=== block 1 ===
## config.mk

```make
export PLATFORM = sky130hd
export DESIGN_NAME = fetch_stage
export DESIGN_NICKNAME = d
export VERILOG_FILES = /design/src/rtl/fetch_stage.sv
export SDC_FILE = /design/constraint.sdc
export NUM_CORES = 1
export LEC_CHECK = 0
export CAP_MARGIN = 30
export CORE_ASPECT_RATIO = 0.7
export CORE_MARGIN = 2
export CORE_UTILIZATION = 45
export CTS_BUF_LIST = sky130_fd_sc_hd__clkbuf_16
export DETAILED_ROUTE_END_ITERATION = 8
export HOLD_SLACK_MARGIN = 0.02
export PLACE_DENSITY = 0.91
export RECOVER_POWER = 25
export SYNTH_ARGS = -nofsm -noshare
export SYNTH_HDL_FRONTEND = slang
export SYNTH_SLANG_ARGS = --single-unit
```

## constraint.sdc

```tcl
create_clock -name clk -period 4.9 [get_ports clk]
set_input_delay 0.98 -clock clk [delete_from_list [all_inputs] [get_ports clk]]
set_output_delay 0.98 -clock clk [all_outputs]
set_load 0.02 [all_outputs]
```

## src/rtl/fetch_stage.sv

```systemverilog
// fetch_stage: PC and next-PC select, IF/ID register, halt-word drain (FETCH_PERF_CNT_EN adds cycle_count/instr_count)
module fetch_stage #(
  parameter logic [31:0] RESET_PC = 32'h0000_0000,
  parameter logic [31:0] HALT_WORD = 32'hFFFF_FFFF,
  parameter int DRAIN_CYCLES = 4
) (
  input  logic clk,
  input  logic reset,
  output logic [31:0] imem_addr,
  input  logic [31:0] imem_rdata,
  input  logic StallF,
  input  logic StallD,
  input  logic FlushD,
  input  logic PCSrcD,
  input  logic [31:0] PCBranchD,
  input  logic JumpD,
  input  logic JrD,
  input  logic [31:0] RegJrD,
  output logic [31:0] PCF,
  output logic [31:0] InstrD,
  output logic [5:0] opD,
  output logic [5:0] funcD,
  output logic [31:0] PCPlus4D,
  output logic validD,
`ifdef FETCH_PERF_CNT_EN
  output logic halted,
  output logic [31:0] cycle_count,
  output logic [31:0] instr_count
`else
  output logic halted
`endif
);
  typedef enum logic [1:0] {RUN, DRAIN, HALTED} state_t;
  state_t state;
  logic [3:0] cnt;
  logic [31:0] pc_plus4, target;
  logic redirect, halt_det, load_en;
  always_comb begin
    pc_plus4 = PCF + 32'd4;
    redirect = JrD | JumpD | PCSrcD;
    target = JrD ? RegJrD : JumpD ? {PCPlus4D[31:28], InstrD[25:0], 2'b00} : PCBranchD;
    halt_det = state == RUN && imem_rdata == HALT_WORD && !StallF && !StallD && !FlushD && !redirect;
    load_en = state == RUN && !StallD && !FlushD && !redirect && !halt_det;
  end
  assign imem_addr = PCF;
  assign opD = InstrD[31:26];
  assign funcD = InstrD[5:0];
  always_ff @(posedge clk) begin
    if (reset) begin
      state <= RUN;
      cnt <= '0;
      PCF <= RESET_PC;
      InstrD <= '0;
      PCPlus4D <= '0;
      validD <= 1'b0;
      halted <= 1'b0;
    end else begin
      if (state == RUN && !StallF && !halt_det) PCF <= redirect ? target : pc_plus4;
      if (load_en) begin
        InstrD <= imem_rdata;
        PCPlus4D <= pc_plus4;
        validD <= 1'b1;
      end else if (state != RUN || !StallD) begin
        InstrD <= '0;
        PCPlus4D <= '0;
        validD <= 1'b0;
      end
      if (halt_det) begin
        state <= DRAIN;
        cnt <= 4'(DRAIN_CYCLES - 1);
      end else if (state == DRAIN) begin
        if (cnt == 4'd0) begin
          state <= HALTED;
          halted <= 1'b1;
        end else cnt <= cnt - 4'd1;
      end
    end
  end
`ifdef FETCH_PERF_CNT_EN
  always_ff @(posedge clk) begin
    if (reset) begin
      cycle_count <= '0;
      instr_count <= '0;
    end else begin
      if (state != HALTED) cycle_count <= cycle_count + 32'd1;
      if (load_en) instr_count <= instr_count + 32'd1;
    end
  end
`endif
endmodule

```

==> datasheet_impl.txt <==
Summary of implementation characteristics

Parameter                              Value

Logic synthesis
  Net count after synthesis .................. 775
  Synth mux share .................. 0.009390
  Post-Synth Adder-Cell Area .................. 0.004471
  Post-synthesis cell type with the largest instance count .................. sky130_fd_sc_hd__dfxtp_1
  Number of library cell types mapped by synthesis .................. 57
  Biggest area consumer among synthesized cells .................. sky130_fd_sc_hd__dfxtp_1
  Area figure in the yosys stat output .................. 5597 um^2
  Seq/Total Area, Yosys .................. 0.3720
  Number of warnings issued by yosys .................. 0
  Top cells by count, synth .................. sky130_fd_sc_hd__dfxtp_1 (104), sky130_fd_sc_hd__nand2_1 (67), sky130_fd_sc_hd__o21ai_0 (55), sky130_fd_sc_hd__buf_4 (50)
  Number of standard cells after synthesis .................. 669
  Total cells reported by yosys after synthesis .................. 669

Setup path
  Crit Reg-Reg Endpoint .................. PCF[22]$_SDFFE_PP0P_
  Worst reg2reg path startpoint .................. PCF[2]$_SDFFE_PP0P_
  Logic depth of the worst register-to-register path .................. 6
  Register-to-register setup slack .................. 2.13 ns
  Worst-path fanout max .................. 21

Power and ir drop
  Share of power burned in the clock network .................. 0.351
  Switching component of the power .................. 0.5776 mW
  Internal Dissipation .................. 1.407 mW

Global route
  Sum of overflow across all layers after global routing .................. 0
  Initial antenna violation count .................. 0
  Wire length of the first global-routing pass .................. 31710 um
  Pin count of the biggest net entering global routing .................. 63

Floorplanning
  Number of ports placed on the die boundary .................. 246
  Floorplan utilization .................. 0.4552
  Die X .................. 137.3 um
  Num rows .................. 34
  Chip footprint .................. 13360 um^2

Place
  Pre-CTS setup slack .................. 1.088 ns
  Post-detail-place hpwl .................. 15070 um

Hold path
  Min-delay src .................. PCPlus4D[6]$_SDFFE_PP0P_

Clocking
  CTS H-Tree Depth .................. 3
  CTS buffer count .................. 9
  Maximum clock path buffer count .................. 2
  Num Clock Sinks .................. 104
  Post-cts resize count .................. 0
  Clk latency of the worst-skew pair .. 0.36 ns

Layout
  Number of diodes added for antenna fixing .................. 0

Job
  Reported max-cap violation count .................. 1
  Log Warnings .................. 27

Outcome
  Violated checks .................. capacitance limit, slew limit
  Status .................. finished, violations left

Detailed routing
  Met1 layer wirelength in the final routing .................. 8258 um
  Average wire per cell in the routed design .................. 20.53 um

Final timing
  Period Utilization, post-route .................. 0.7102
  Summed negative setup slack over all endpoints .................. 0 ns
  Pins over their slew limit .................. 35
  Maximum achievable frequency .................. 0.2874 GHz
  Transition time at the pin with the least slew margin .................. 1.578 ns
## through the flow
step           power, mW  instance area [um^2]
3_5_place_dp       1.302                  7744
3_3_place_gp       1.296                  7744
6_report           1.985                  8021
2_1_floorplan      1.114                  5597
4_1_cts            1.986                  8025
5_1_grt            2.053                  8021
## per-layer routing
layer  up-vias  track usage
met2       458       0.4841
met4         0      0.09913
met5         -            0
met1      2950       0.4048
li1       2804            -
met3        44      0.06938
## worst max-delay path: cells and delay by family
kind	cells	cell delay, ns
buffers and inverters	1	0.51
AND-OR/OR-AND	1	0.22
AND/OR/NAND/NOR	4	1.97
## final cells by class
cell class | instances | area share
Multi-Input combinational cell | 453 | 0.3605
Timing Repair Buffer | 255 | 0.3140
Sequential cell | 104 | 0.2596
Clock buffer | 9 | 0.02808
Tap cell | 162 | 0.02527
Clock inverter | 7 | 0.007019
Inverter | 12 | 0.005615
## power by group through the flow
stage	Clock (mW)	Sequential, mW	Combinational [mW]
3_3_place_gp	0	0.932	0.364
4_1_cts	0.701	0.914	0.371
6_report	0.697	0.915	0.373
2_1_floorplan	0	0.941	0.173
5_1_grt	0.739	0.919	0.394
3_5_place_dp	0	0.933	0.369
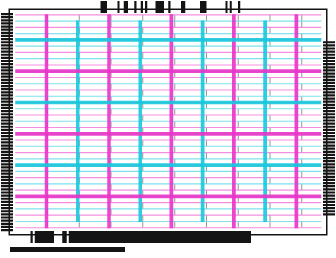
*Power grid, block 1*
Bar = 50 um. Pins as bars on the die edge. Tap cells in gray.
- magenta: VSS
- cyan: VDD
- signal pins: 246
- met4 straps: 9
- rows: 34
- tap cells: 162


=== block 2 ===
### Power grid, block 2

Bar = 50 um. Pins as bars on the die edge. Tap cells in gray.
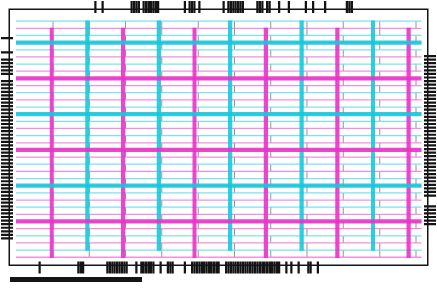
### Cells colored by class, block 2

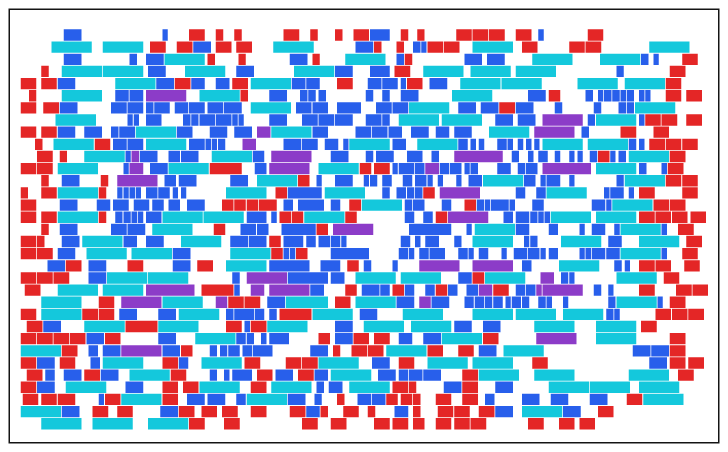
### src/rtl/mem_access_unit_if.sv
// Bus bundle for mem_access_unit.
// Carries two groups of signals:
//   CPU side:    req, we, size, unsigned_ld, addr, wdata -> ready, done, err, rdata
//   Memory side: mem_addr, mem_wdata, mem_we -> mem_rdata (combinational read)
// The slave modport is the access unit. The master modport is whatever drives
// the CPU side and models the word-port memory.
interface mem_access_unit_if #(
  parameter int ADDR_WIDTH = 32
);
  logic                  req;
  logic                  we;
  logic [1:0]            size;
  logic                  unsigned_ld;
  logic [ADDR_WIDTH-1:0] addr;
  logic [31:0]           wdata;
  logic                  ready;
  logic                  done;
  logic                  err;
  logic [31:0]           rdata;
  logic [ADDR_WIDTH-1:0] mem_addr;
  logic [31:0]           mem_wdata;
  logic                  mem_we;
  logic [31:0]           mem_rdata;

  modport slave (
    input  req, we, size, unsigned_ld, addr, wdata, mem_rdata,
    output ready, done, err, rdata, mem_addr, mem_wdata, mem_we
  );

  modport master (
    output req, we, size, unsigned_ld, addr, wdata, mem_rdata,
    input  ready, done, err, rdata, mem_addr, mem_wdata, mem_we
  );
endinterface

### src/rtl/mem_access_unit.sv
// mem_access_unit: initiator side of the data-memory interface.
// Sequences byte/halfword/word loads and stores against a little-endian,
// word-port memory that reads combinationally and writes a whole word at
// posedge. Sub-word stores use read-modify-write. The unit also checks
// alignment, range and size, and sign- or zero-extends sub-word loads.
// Ports:
//   clk    system clock
//   rst_n  asynchronous active-low reset
//   bus    mem_access_unit_if.slave (CPU request/response + memory port)
// Flow: IDLE -> READ -> DONE (load), IDLE -> WRITE -> DONE (word store),
//       IDLE -> READ -> WRITE -> DONE (sub-word store), IDLE -> DONE (error).
module mem_access_unit #(
  parameter int MEM_BYTES  = 128,
  parameter int ADDR_WIDTH = 32
) (
  input logic               clk,
  input logic               rst_n,
  mem_access_unit_if.slave  bus
);

  localparam logic [ADDR_WIDTH-1:0] LAST_WORD = ADDR_WIDTH'(MEM_BYTES - 4);
  localparam logic [1:0] SZ_BYTE = 2'b00;
  localparam logic [1:0] SZ_HALF = 2'b01;
  localparam logic [1:0] SZ_WORD = 2'b10;

  typedef enum logic [1:0] {IDLE, READ, WRITE, DONE} state_t;

  state_t                state, state_nxt;
  logic                  we_q, uns_q, err_q;
  logic [1:0]            size_q;
  logic [ADDR_WIDTH-1:0] addr_q;
  logic [31:0]           wdata_q, buf_q, rdata_q;

  logic                  accept, req_err;
  logic [ADDR_WIDTH-1:0] req_word;
  logic [31:0]           shifted, ld_ext, merged;

  assign accept   = (state == IDLE) && bus.req;
  assign req_word = {bus.addr[ADDR_WIDTH-1:2], 2'b00};

  // Misaligned, illegal size, or a word that does not fit inside memory.
  assign req_err = (bus.size == 2'b11)
                || (bus.size == SZ_HALF && bus.addr[0])
                || (bus.size == SZ_WORD && bus.addr[1:0] != 2'b00)
                || (req_word > LAST_WORD);

  // NOTE: sequential state uses non-blocking assignments so every register
  // samples pre-edge values regardless of process ordering.
  always_ff @(posedge clk or negedge rst_n) begin
    if (!rst_n) state <= IDLE;
    else        state <= state_nxt;
  end

  // NOTE: next-state defaults to the current state before the case, so no
  // path leaves it unassigned and no latch is inferred.
  always_comb begin
    state_nxt = state;
    case (state)
      IDLE: begin
        if (bus.req) begin
          if (req_err)                           state_nxt = DONE;
          else if (bus.we && bus.size == SZ_WORD) state_nxt = WRITE;
          else                                   state_nxt = READ;
        end
      end
      READ:    state_nxt = we_q ? WRITE : DONE;
      WRITE:   state_nxt = DONE;
      DONE:    state_nxt = IDLE;
      default: state_nxt = IDLE;
    endcase
  end

  always_ff @(posedge clk or negedge rst_n) begin
    if (!rst_n) begin
      we_q    <= 1'b0;
      uns_q   <= 1'b0;
      err_q   <= 1'b0;
      size_q  <= 2'b00;
      addr_q  <= '0;
      wdata_q <= 32'h0;
      buf_q   <= 32'h0;
      rdata_q <= 32'h0;
    end else begin
      if (accept) begin
        we_q    <= bus.we;
        uns_q   <= bus.unsigned_ld;
        err_q   <= req_err;
        size_q  <= bus.size;
        addr_q  <= bus.addr;
        wdata_q <= bus.wdata;
      end
      if (state == READ) begin
        buf_q <= bus.mem_rdata;
        if (!we_q) rdata_q <= ld_ext;
      end
    end
  end

  // Halves are always 2-byte aligned on a legal access, so the byte-lane
  // shift also lands a halfword in the low 16 bits.
  assign shifted = bus.mem_rdata >> {addr_q[1:0], 3'b000};

  always_comb begin
    ld_ext = bus.mem_rdata;
    case (size_q)
      SZ_BYTE: ld_ext = uns_q ? {24'h0, shifted[7:0]}
                              : {{24{shifted[7]}}, shifted[7:0]};
      SZ_HALF: ld_ext = uns_q ? {16'h0, shifted[15:0]}
                              : {{16{shifted[15]}}, shifted[15:0]};
      default: ld_ext = bus.mem_rdata;
    endcase
  end

  // Replace only the addressed lane(s) of the word read in READ.
  always_comb begin
    merged = buf_q;
    case (size_q)
      SZ_BYTE: merged[{addr_q[1:0], 3'b000} +: 8]  = wdata_q[7:0];
      SZ_HALF: merged[{addr_q[1], 4'b0000} +: 16]  = wdata_q[15:0];
      default: merged = wdata_q;
    endcase
  end

  assign bus.ready     = (state == IDLE);
  assign bus.done      = (state == DONE);
  assign bus.err       = (state == DONE) && err_q;
  assign bus.rdata     = rdata_q;
  assign bus.mem_addr  = {addr_q[ADDR_WIDTH-1:2], 2'b00};
  assign bus.mem_wdata = merged;
  // Decoded straight from state so an asynchronous reset kills the write
  // strobe immediately.
  assign bus.mem_we    = (state == WRITE);

endmodule
### src/flat_wrapper.sv
// flat-port wrapper written by rule: the top's interface ports become plain ports
module mem_access_unit_flat 
#(
  parameter int MEM_BYTES  = 128,
  parameter int ADDR_WIDTH = 32
)
  (clk, rst_n, bus_req, bus_we, bus_size, bus_unsigned_ld, bus_addr, bus_wdata, bus_mem_rdata, bus_ready, bus_done, bus_err, bus_rdata, bus_mem_addr, bus_mem_wdata, bus_mem_we);
  mem_access_unit_if #(.ADDR_WIDTH(ADDR_WIDTH)) bus_i ();
  input logic clk;
  input logic rst_n;
  input wire logic [$bits(bus_i.req)-1:0] bus_req;
  input wire logic [$bits(bus_i.we)-1:0] bus_we;
  input wire logic [$bits(bus_i.size)-1:0] bus_size;
  input wire logic [$bits(bus_i.unsigned_ld)-1:0] bus_unsigned_ld;
  input wire logic [$bits(bus_i.addr)-1:0] bus_addr;
  input wire logic [$bits(bus_i.wdata)-1:0] bus_wdata;
  input wire logic [$bits(bus_i.mem_rdata)-1:0] bus_mem_rdata;
  output wire logic [$bits(bus_i.ready)-1:0] bus_ready;
  output wire logic [$bits(bus_i.done)-1:0] bus_done;
  output wire logic [$bits(bus_i.err)-1:0] bus_err;
  output wire logic [$bits(bus_i.rdata)-1:0] bus_rdata;
  output wire logic [$bits(bus_i.mem_addr)-1:0] bus_mem_addr;
  output wire logic [$bits(bus_i.mem_wdata)-1:0] bus_mem_wdata;
  output wire logic [$bits(bus_i.mem_we)-1:0] bus_mem_we;
  assign bus_i.req = bus_req;
  assign bus_i.we = bus_we;
  assign bus_i.size = bus_size;
  assign bus_i.unsigned_ld = bus_unsigned_ld;
  assign bus_i.addr = bus_addr;
  assign bus_i.wdata = bus_wdata;
  assign bus_i.mem_rdata = bus_mem_rdata;
  assign bus_ready = bus_i.ready;
  assign bus_done = bus_i.done;
  assign bus_err = bus_i.err;
  assign bus_rdata = bus_i.rdata;
  assign bus_mem_addr = bus_i.mem_addr;
  assign bus_mem_wdata = bus_i.mem_wdata;
  assign bus_mem_we = bus_i.mem_we;
  mem_access_unit #(.MEM_BYTES(MEM_BYTES), .ADDR_WIDTH(ADDR_WIDTH)) u_core (.clk(clk), .rst_n(rst_n), .bus(bus_i));
endmodule
### config.mk
export PLATFORM = sky130hd
export DESIGN_NAME = mem_access_unit_flat
export DESIGN_NICKNAME = d
export VERILOG_FILES = /design/src/rtl/mem_access_unit_if.sv /design/src/rtl/mem_access_unit.sv /design/src/flat_wrapper.sv
export SDC_FILE = /design/constraint.sdc
export NUM_CORES = 1
export LEC_CHECK = 0
export CAP_MARGIN = 20
export CORE_ASPECT_RATIO = 0.6
export CORE_MARGIN = 2
export CORE_UTILIZATION = 48
export CTS_CLUSTER_SIZE = 12
export DETAILED_ROUTE_END_ITERATION = 12
export PLACE_DENSITY_LB_ADDON = 0.2
export SLEW_MARGIN = 20
export SYNTH_ARGS = -nofsm -noshare
export SYNTH_HDL_FRONTEND = slang
export SYNTH_SLANG_ARGS = --single-unit
### constraint.sdc
create_clock -name clk -period 2.6 [get_ports clk]
set_input_delay 0.39 -clock clk [delete_from_list [all_inputs] [get_ports clk]]
set_output_delay 0.39 -clock clk [all_outputs]
set_load 0.02 [all_outputs]
==> datasheet_impl.txt <==
Summary of implementation characteristics

Parameter                              Value

Final timing
  Final worst setup slack .................. 0.06018 ns
  Pins over their slew limit .................. 0
  Worst Hold Margin .................. 0.4812 ns

Power and ir drop
  Share of power burned in the clock network .................. 0.176
  Standby leakage power .................. 4.128 nW
  Power density cells .................. 1477 nW/um^2
  Sw frac .................. 0.4187

Detailed routing
  Top routing layer in use .................. met4
  Average wire per cell in the routed design .................. 21.66 um
  Met2 WL post-DR .................. 9266 um
  Initial DRC count .................. 561

Hold path
  Worst hold path stage count .................. 2
  Worst min-delay path class .................. flop to flop

Setup path
  WS Path Type .................. flop to output port
  Kind of cell adding the most delay to the critical path .................. buffers and inverters
  Slowest cell on the critical path .................. sky130_fd_sc_hd__dfrtp_1
  Slowest Stage Delay on Critical Path .................. 0.39 ns

Logic synthesis
  Post-Synthesis Mean Instance Area .................. 11.28 um^2

Layout
  Design Area, Final .................. 9542 um^2
  Number of nets in the layout .................. 906
  Non-clock buffering overhead .................. 0.2269
  Fraction of standard cell area in multi-input logic .................. 0.3249

Clocking
  Num Clock Sinks .................. 135

Job
  Reported max-cap violation count .................. 0

Place
  Post-Place Cell Area .................. 8999 um^2

Global route
  Wire length of the first global-routing pass .................. 33110 um
  Sum of overflow across all layers after global routing .................. 0

Outcome
  Status .................. complete, no violations
## Picture notes: 'Power grid' of block 2
- cyan: VDD
- magenta: VSS
- met5 straps: 6
- signal pins: 203

## Picture notes: 'Cells colored by class' of block 2
- cyan: flops (cells 135)
- purple: clock drivers and dummy loads (cells 31)
- blue: combinational and other logic (cells 405)
- red: other buffers and delay cells (cells 235)

[tightest hold or removal path, cell delays in order (launching register included)]
cell and delay (ns):
sky130_fd_sc_hd__dfrtp_1 0.34, sky130_fd_sc_hd__nand2_1 0.05, sky130_fd_sc_hd__o21ai_0 0.06
[cell usage after synthesis (all sizes together), types with 16 or more instances]
cell	n	area, um^2
a21oi	19	98.85
a22o	22	192.7
a22oi	16	120.1
buf	45	315.3
clkbuf	26	97.59
dfrtp	135	3378
mux2	101	1137
mux2i	17	170.2
nand2	60	227.7
nand3	20	100.1
o21ai	22	110.1
[cell families after synthesis]
logic type / share of synthesized area
flip-flops: 0.4912
buffers and inverters: 0.06822
other: 0.0005452
multiplexers: 0.1901
AND-OR/OR-AND: 0.1386
adder cells (fa/ha/maj): 0.01637
AND/OR/NAND/NOR: 0.09496
[registers in the layout, indices dropped and copies added, names as in the netlist]
signal	cells
u_core.bus.rdata	32
u_core.wdata_q	32
u_core.uns_q	1
u_core.err_q	1
u_core.state	2
u_core.addr_q	32
u_core.we_q	1
u_core.buf_q	32
u_core.size_q	2

=== block 3 ===
File: config.mk
export PLATFORM = sky130hd
export DESIGN_NAME = stage_4
export DESIGN_NICKNAME = d
export VERILOG_FILES = /design/src/rtl/stage_4_pkg.sv /design/src/rtl/stage_4_load_align.sv /design/src/rtl/stage_4.sv
export SDC_FILE = /design/constraint.sdc
export NUM_CORES = 1
export LEC_CHECK = 0
export CAP_MARGIN = 5
export CORE_MARGIN = 5
export CORE_UTILIZATION = 45
export DETAILED_ROUTE_END_ITERATION = 8
export HOLD_SLACK_MARGIN = 0.03
export PLACE_DENSITY = 0.84
export SLEW_MARGIN = 20
export SYNTH_ARGS = -nofsm -noshare
export SYNTH_HDL_FRONTEND = slang
export SYNTH_SLANG_ARGS = --single-unit
File: constraint.sdc
create_clock -name clk -period 4 [get_ports clk]
set_input_delay 1 -clock clk [delete_from_list [all_inputs] [get_ports clk]]
set_output_delay 1 -clock clk [all_outputs]
set_load 0.03 [all_outputs]
File: src/rtl/stage_4_pkg.sv
// Shared constants, FSM encoding and access-width helpers for the memory stage.
package stage_4_pkg;

  typedef enum logic [1:0] {
    S_IDLE = 2'd0,
    S_REQ  = 2'd1,
    S_DONE = 2'd2
  } state_t;

  localparam logic [6:0] OP_LOAD  = 7'b0000011;
  localparam logic [6:0] OP_STORE = 7'b0100011;

  localparam logic [2:0] F3_LB  = 3'b000;
  localparam logic [2:0] F3_LH  = 3'b001;
  localparam logic [2:0] F3_LW  = 3'b010;
  localparam logic [2:0] F3_LBU = 3'b100;
  localparam logic [2:0] F3_LHU = 3'b101;
  localparam logic [2:0] F3_SB  = 3'b000;
  localparam logic [2:0] F3_SH  = 3'b001;
  localparam logic [2:0] F3_SW  = 3'b010;

  function automatic logic [31:0] sext8(input logic [7:0] b);
    return {{24{b[7]}}, b};
  endfunction

  function automatic logic [31:0] sext16(input logic [15:0] h);
    return {{16{h[15]}}, h};
  endfunction

  // Byte lanes touched by an access; width is func_3[1:0] (byte/half/word).
  function automatic logic [3:0] lane_be(input logic [1:0] width, input logic [1:0] a);
    case (width)
      2'b00:   return 4'b0001 << a;
      2'b01:   return a[1] ? 4'b1100 : 4'b0011;
      default: return 4'b1111;
    endcase
  endfunction

  // Store data replicated across every lane so the memory picks it up by be alone.
  function automatic logic [31:0] store_wdata(input logic [1:0] width, input logic [31:0] rs2);
    case (width)
      2'b00:   return {4{rs2[7:0]}};
      2'b01:   return {2{rs2[15:0]}};
      default: return rs2;
    endcase
  endfunction

  // Illegal width code or misaligned address for the given access direction.
  function automatic logic access_bad(input logic is_load, input logic [2:0] f3,
                                      input logic [1:0] a);
    logic illegal;
    logic misaligned;
    if (is_load) illegal = (f3 == 3'b011) || (f3 == 3'b110) || (f3 == 3'b111);
    else         illegal = (f3 > F3_SW);
    misaligned = ((f3[1:0] == 2'b01) && a[0]) || ((f3[1:0] == 2'b10) && (a != 2'b00));
    return illegal || misaligned;
  endfunction

endpackage

File: src/rtl/stage_4_load_align.sv
// Combinational load-data extraction: selects the addressed byte/half and extends it.
module load_align
  import stage_4_pkg::*;
(
  input  logic [31:0] rdata,
  input  logic [1:0]  a_lo,
  input  logic [2:0]  func_3,
  output logic [31:0] result
);

  logic [7:0]  byte_sel;
  logic [15:0] half_sel;

  // Lane select followed by sign or zero extension chosen by func_3.
  always_comb begin
    byte_sel = rdata[{a_lo, 3'b000} +: 8];
    half_sel = a_lo[1] ? rdata[31:16] : rdata[15:0];
    case (func_3)
      F3_LB:   result = sext8(byte_sel);
      F3_LH:   result = sext16(half_sel);
      F3_LBU:  result = {24'h0, byte_sel};
      F3_LHU:  result = {16'h0, half_sel};
      default: result = rdata;
    endcase
  end

endmodule

File: src/rtl/stage_4.sv
// Memory stage: pass-through results in one cycle, loads/stores via a req/ack handshake.
module stage_4
  import stage_4_pkg::*;
#(
  parameter int ACK_TIMEOUT = 64
)
(
  input  logic        clk,
  input  logic        rst,
  input  logic        i_valid,
  input  logic [31:0] i_alu_out,
  input  logic [31:0] i_rs_2,
  input  logic [4:0]  i_rd_num,
  input  logic [6:0]  i_opcode,
  input  logic [2:0]  i_func_3,
  input  logic        i_op_type,
  output logic        mem_req,
  output logic        mem_we,
  output logic [31:0] mem_addr,
  output logic [3:0]  mem_be,
  output logic [31:0] mem_wdata,
  input  logic        mem_ack,
  input  logic [31:0] mem_rdata,
  output logic        stall,
  output logic        valid_out,
  output logic        wb_en,
  output logic [4:0]  rd_num,
  output logic [31:0] wb_data,
  output logic        fault
);

  localparam int CNT_W = (ACK_TIMEOUT > 1) ? $clog2(ACK_TIMEOUT) : 1;
  localparam logic [CNT_W-1:0] CNT_LAST = CNT_W'(ACK_TIMEOUT - 1);

  state_t state, state_nxt;
  logic [CNT_W-1:0] cnt;
  logic [1:0]  a_lo_p1;
  logic [2:0]  f3_p1;
  logic [31:0] load_data;

  logic accept, is_load, is_store, is_mem, bad;
  logic mem_go, mem_bad, pass, ack_hit, timeout;

  assign accept   = i_valid && (state == S_IDLE);
  assign is_load  = i_op_type && (i_opcode == OP_LOAD);
  assign is_store = i_op_type && (i_opcode == OP_STORE);
  assign is_mem   = is_load || is_store;
  assign bad      = access_bad(is_load, i_func_3, i_alu_out[1:0]);
  assign mem_go   = accept && is_mem && !bad;
  assign mem_bad  = accept && is_mem && bad;
  assign pass     = accept && !is_mem;
  assign ack_hit  = (state == S_REQ) && mem_ack;
  assign timeout  = (state == S_REQ) && !mem_ack && (cnt == CNT_LAST);

  assign mem_req  = (state == S_REQ);
  assign stall    = (state != S_IDLE);

  load_align u_load_align (
    .rdata  (mem_rdata),
    .a_lo   (a_lo_p1),
    .func_3 (f3_p1),
    .result (load_data)
  );

  // State register.
  always_ff @(posedge clk) begin
    if (rst) state <= S_IDLE;
    else     state <= state_nxt;
  end

  // Next-state logic: ack wins over timeout on the final wait cycle.
  always_comb begin
    state_nxt = state;
    case (state)
      S_IDLE:  if (mem_go) state_nxt = S_REQ;
      S_REQ: begin
        if (mem_ack)      state_nxt = S_DONE;
        else if (timeout) state_nxt = S_IDLE;
      end
      S_DONE:  state_nxt = S_IDLE;
      default: state_nxt = S_IDLE;
    endcase
  end

  // Wait-cycle counter, cleared whenever the stage is not waiting on memory.
  always_ff @(posedge clk) begin
    if (rst || (state != S_REQ)) cnt <= '0;
    else                         cnt <= cnt + 1'b1;
  end

  // Request fields are captured at acceptance; results land at accept or ack.
  always_ff @(posedge clk) begin
    if (rst) begin
      mem_we    <= 1'b0;
      mem_addr  <= '0;
      mem_be    <= '0;
      mem_wdata <= '0;
      valid_out <= 1'b0;
      wb_en     <= 1'b0;
      rd_num    <= '0;
      wb_data   <= '0;
      fault     <= 1'b0;
      a_lo_p1   <= '0;
      f3_p1     <= '0;
    end else begin
      valid_out <= pass || ack_hit;
      wb_en     <= (pass && (i_rd_num != 5'd0)) || (ack_hit && !mem_we && (rd_num != 5'd0));
      fault     <= mem_bad || timeout;
      if (pass) begin
        wb_data <= i_alu_out;
        rd_num  <= i_rd_num;
      end
      if (mem_go) begin
        mem_addr  <= {i_alu_out[31:2], 2'b00};
        mem_be    <= lane_be(i_func_3[1:0], i_alu_out[1:0]);
        mem_we    <= is_store;
        mem_wdata <= is_store ? store_wdata(i_func_3[1:0], i_rs_2) : 32'h0;
        rd_num    <= i_rd_num;
        a_lo_p1   <= i_alu_out[1:0];
        f3_p1     <= i_func_3;
      end
      if (ack_hit) wb_data <= mem_we ? 32'h0 : load_data;
    end
  end

endmodule

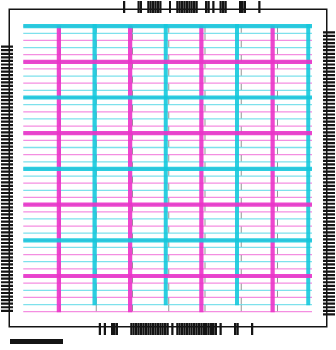
*Power grid, block 3*
Bar = 20 um. Pins as bars on the die edge. Tap cells in gray.
- magenta: VSS
- cyan: VDD
- met5 straps: 8
- met4 straps: 8
- tap cells: 147
- rows: 40
- signal pins: 227
Die X: 120.4 um
DIE HEIGHT: 120.4 um
area of the core region: 11960 um^2

==> datasheet_impl.txt <==
Summary of implementation characteristics

Parameter                              Value

Layout
  Fin util .................. 0.7007
  Number of fillers in the final layout .................. 913
  Final instance count without filler cells .................. 1029
  Area growth from synthesis to final layout .................. 52.88%
  Most frequent cells in the layout .................. sky130_fd_sc_hd__clkdlybuf4s50_1 (223), sky130_fd_sc_hd__nand2_1 (136), sky130_fd_sc_hd__dfxtp_1 (120)

Logic synthesis
  Post-synthesis cell type with the largest instance count .................. sky130_fd_sc_hd__nand2_1
  Biggest area consumer among synthesized cells .................. sky130_fd_sc_hd__dfxtp_1
  Leading post-synthesis cells by cell area .................. sky130_fd_sc_hd__dfxtp_1 (44%), sky130_fd_sc_hd__nand2_1 (9.3%), sky130_fd_sc_hd__mux2i_1 (5.8%), sky130_fd_sc_hd__o21ai_1 (5.1%), sky130_fd_sc_hd__a21oi_1 (4.7%)
  Total cells reported by yosys after synthesis .................. 665
  Proportion of netlist area held by the largest area contributor .................. 0.4382
  Seq/Total Area, Yosys .................. 0.4382
  Number of library cell types mapped by synthesis .................. 64
  Simple-Gate Area Share .................. 0.1965

Clocking
  Maximum clock path buffer count .................. 2

Detailed routing
  Post-detailed-route DRC marker count .................. 0
  Met1 layer wirelength in the final routing .................. 7583 um
  Post-detailed-routing wire length .................. 19660 um
  Average wire per cell in the routed design .................. 19.10 um
  Initial DRC count .................. 625

Place
  Post-detail-place hpwl .................. 14730 um
  Pre-CTS setup slack .................. 0.7537 ns
  Placer's final routability congestion estimate .................. 0.9803

Final timing
  Setup repair after global routing missed its margin .................. false
  Final setup violation count .................. 0
  Pins over their slew limit .................. 0

Job
  Reported max-cap violation count .................. 0

Setup path
  Critical Path Source Type .................. primary input
  End point of the critical path .................. wb_data[16]$_SDFFE_PP0P_

Floorplanning
  Floorplan utilization .................. 0.4584

Outcome
  Status .................. complete, no violations
final cells by class:
class	count	area, um^2	area share
tap	147	183.9	0.02194
multi-input combinational	486	2825	0.3371
timing repair buffer	237	2335	0.2785
sequential	120	2402	0.2866
clock inverter	8	117.6	0.01403
inverter	7	26.28	0.003135
clock buffer	24	491.7	0.05867
where the power goes:
| group | internal [mW] | switching (mW) |
|---|---|---|
| clock | 1.04 | 0.524 |
| sequential | 1.23 | 0.0170 |
| combinational | 0.205 | 0.213 |
| total | 2.47 | 0.753 |
worst max-delay path, cell delays in order:
cell                              delay [ns]
sky130_fd_sc_hd__clkdlybuf4s50_1        0.48
sky130_fd_sc_hd__nand3b_1               0.51
sky130_fd_sc_hd__nor3_1                 0.46
sky130_fd_sc_hd__nand2_2                0.36
sky130_fd_sc_hd__a311oi_1               0.34
sequential cells by signal, indices dropped and copies added, names as in the netlist:
| name | flops |
|---|---|
| wb_data | 32 |
| rd_num | 5 |
| f3_p1 | 3 |
| mem_wdata | 32 |
| valid_out | 1 |
| state | 2 |
| mem_addr | 30 |
| mem_we | 1 |
| cnt | 6 |
| a_lo_p1 | 2 |
| fault | 1 |
| mem_be | 4 |
| wb_en | 1 |


==> screenshots <==
Wiring by layer.
picture 1
Bar = 20 um. Only two layers are drawn.
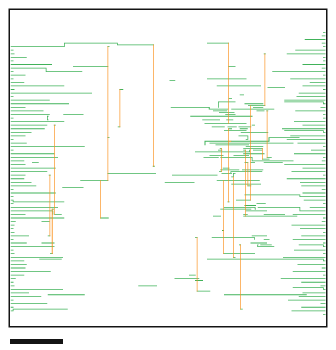
picture 2
Bar = 50 um. Only two layers are drawn.
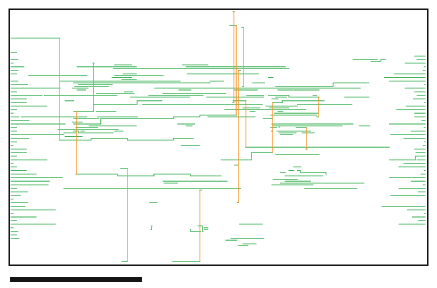
picture 3
Bar = 50 um. Only two layers are drawn.
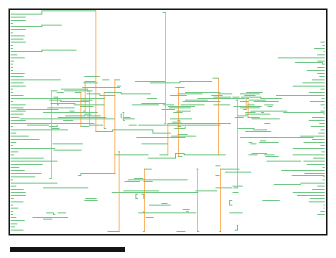
- picture 2 = block 2
- picture 1 = block 3
- picture 3 = block 1

Key to picture 1:
- green: metal 3 (wire length 2190 um)
- orange: metal 4 (wire length 483 um)

Power is estimated from default activity; no workload was simulated.
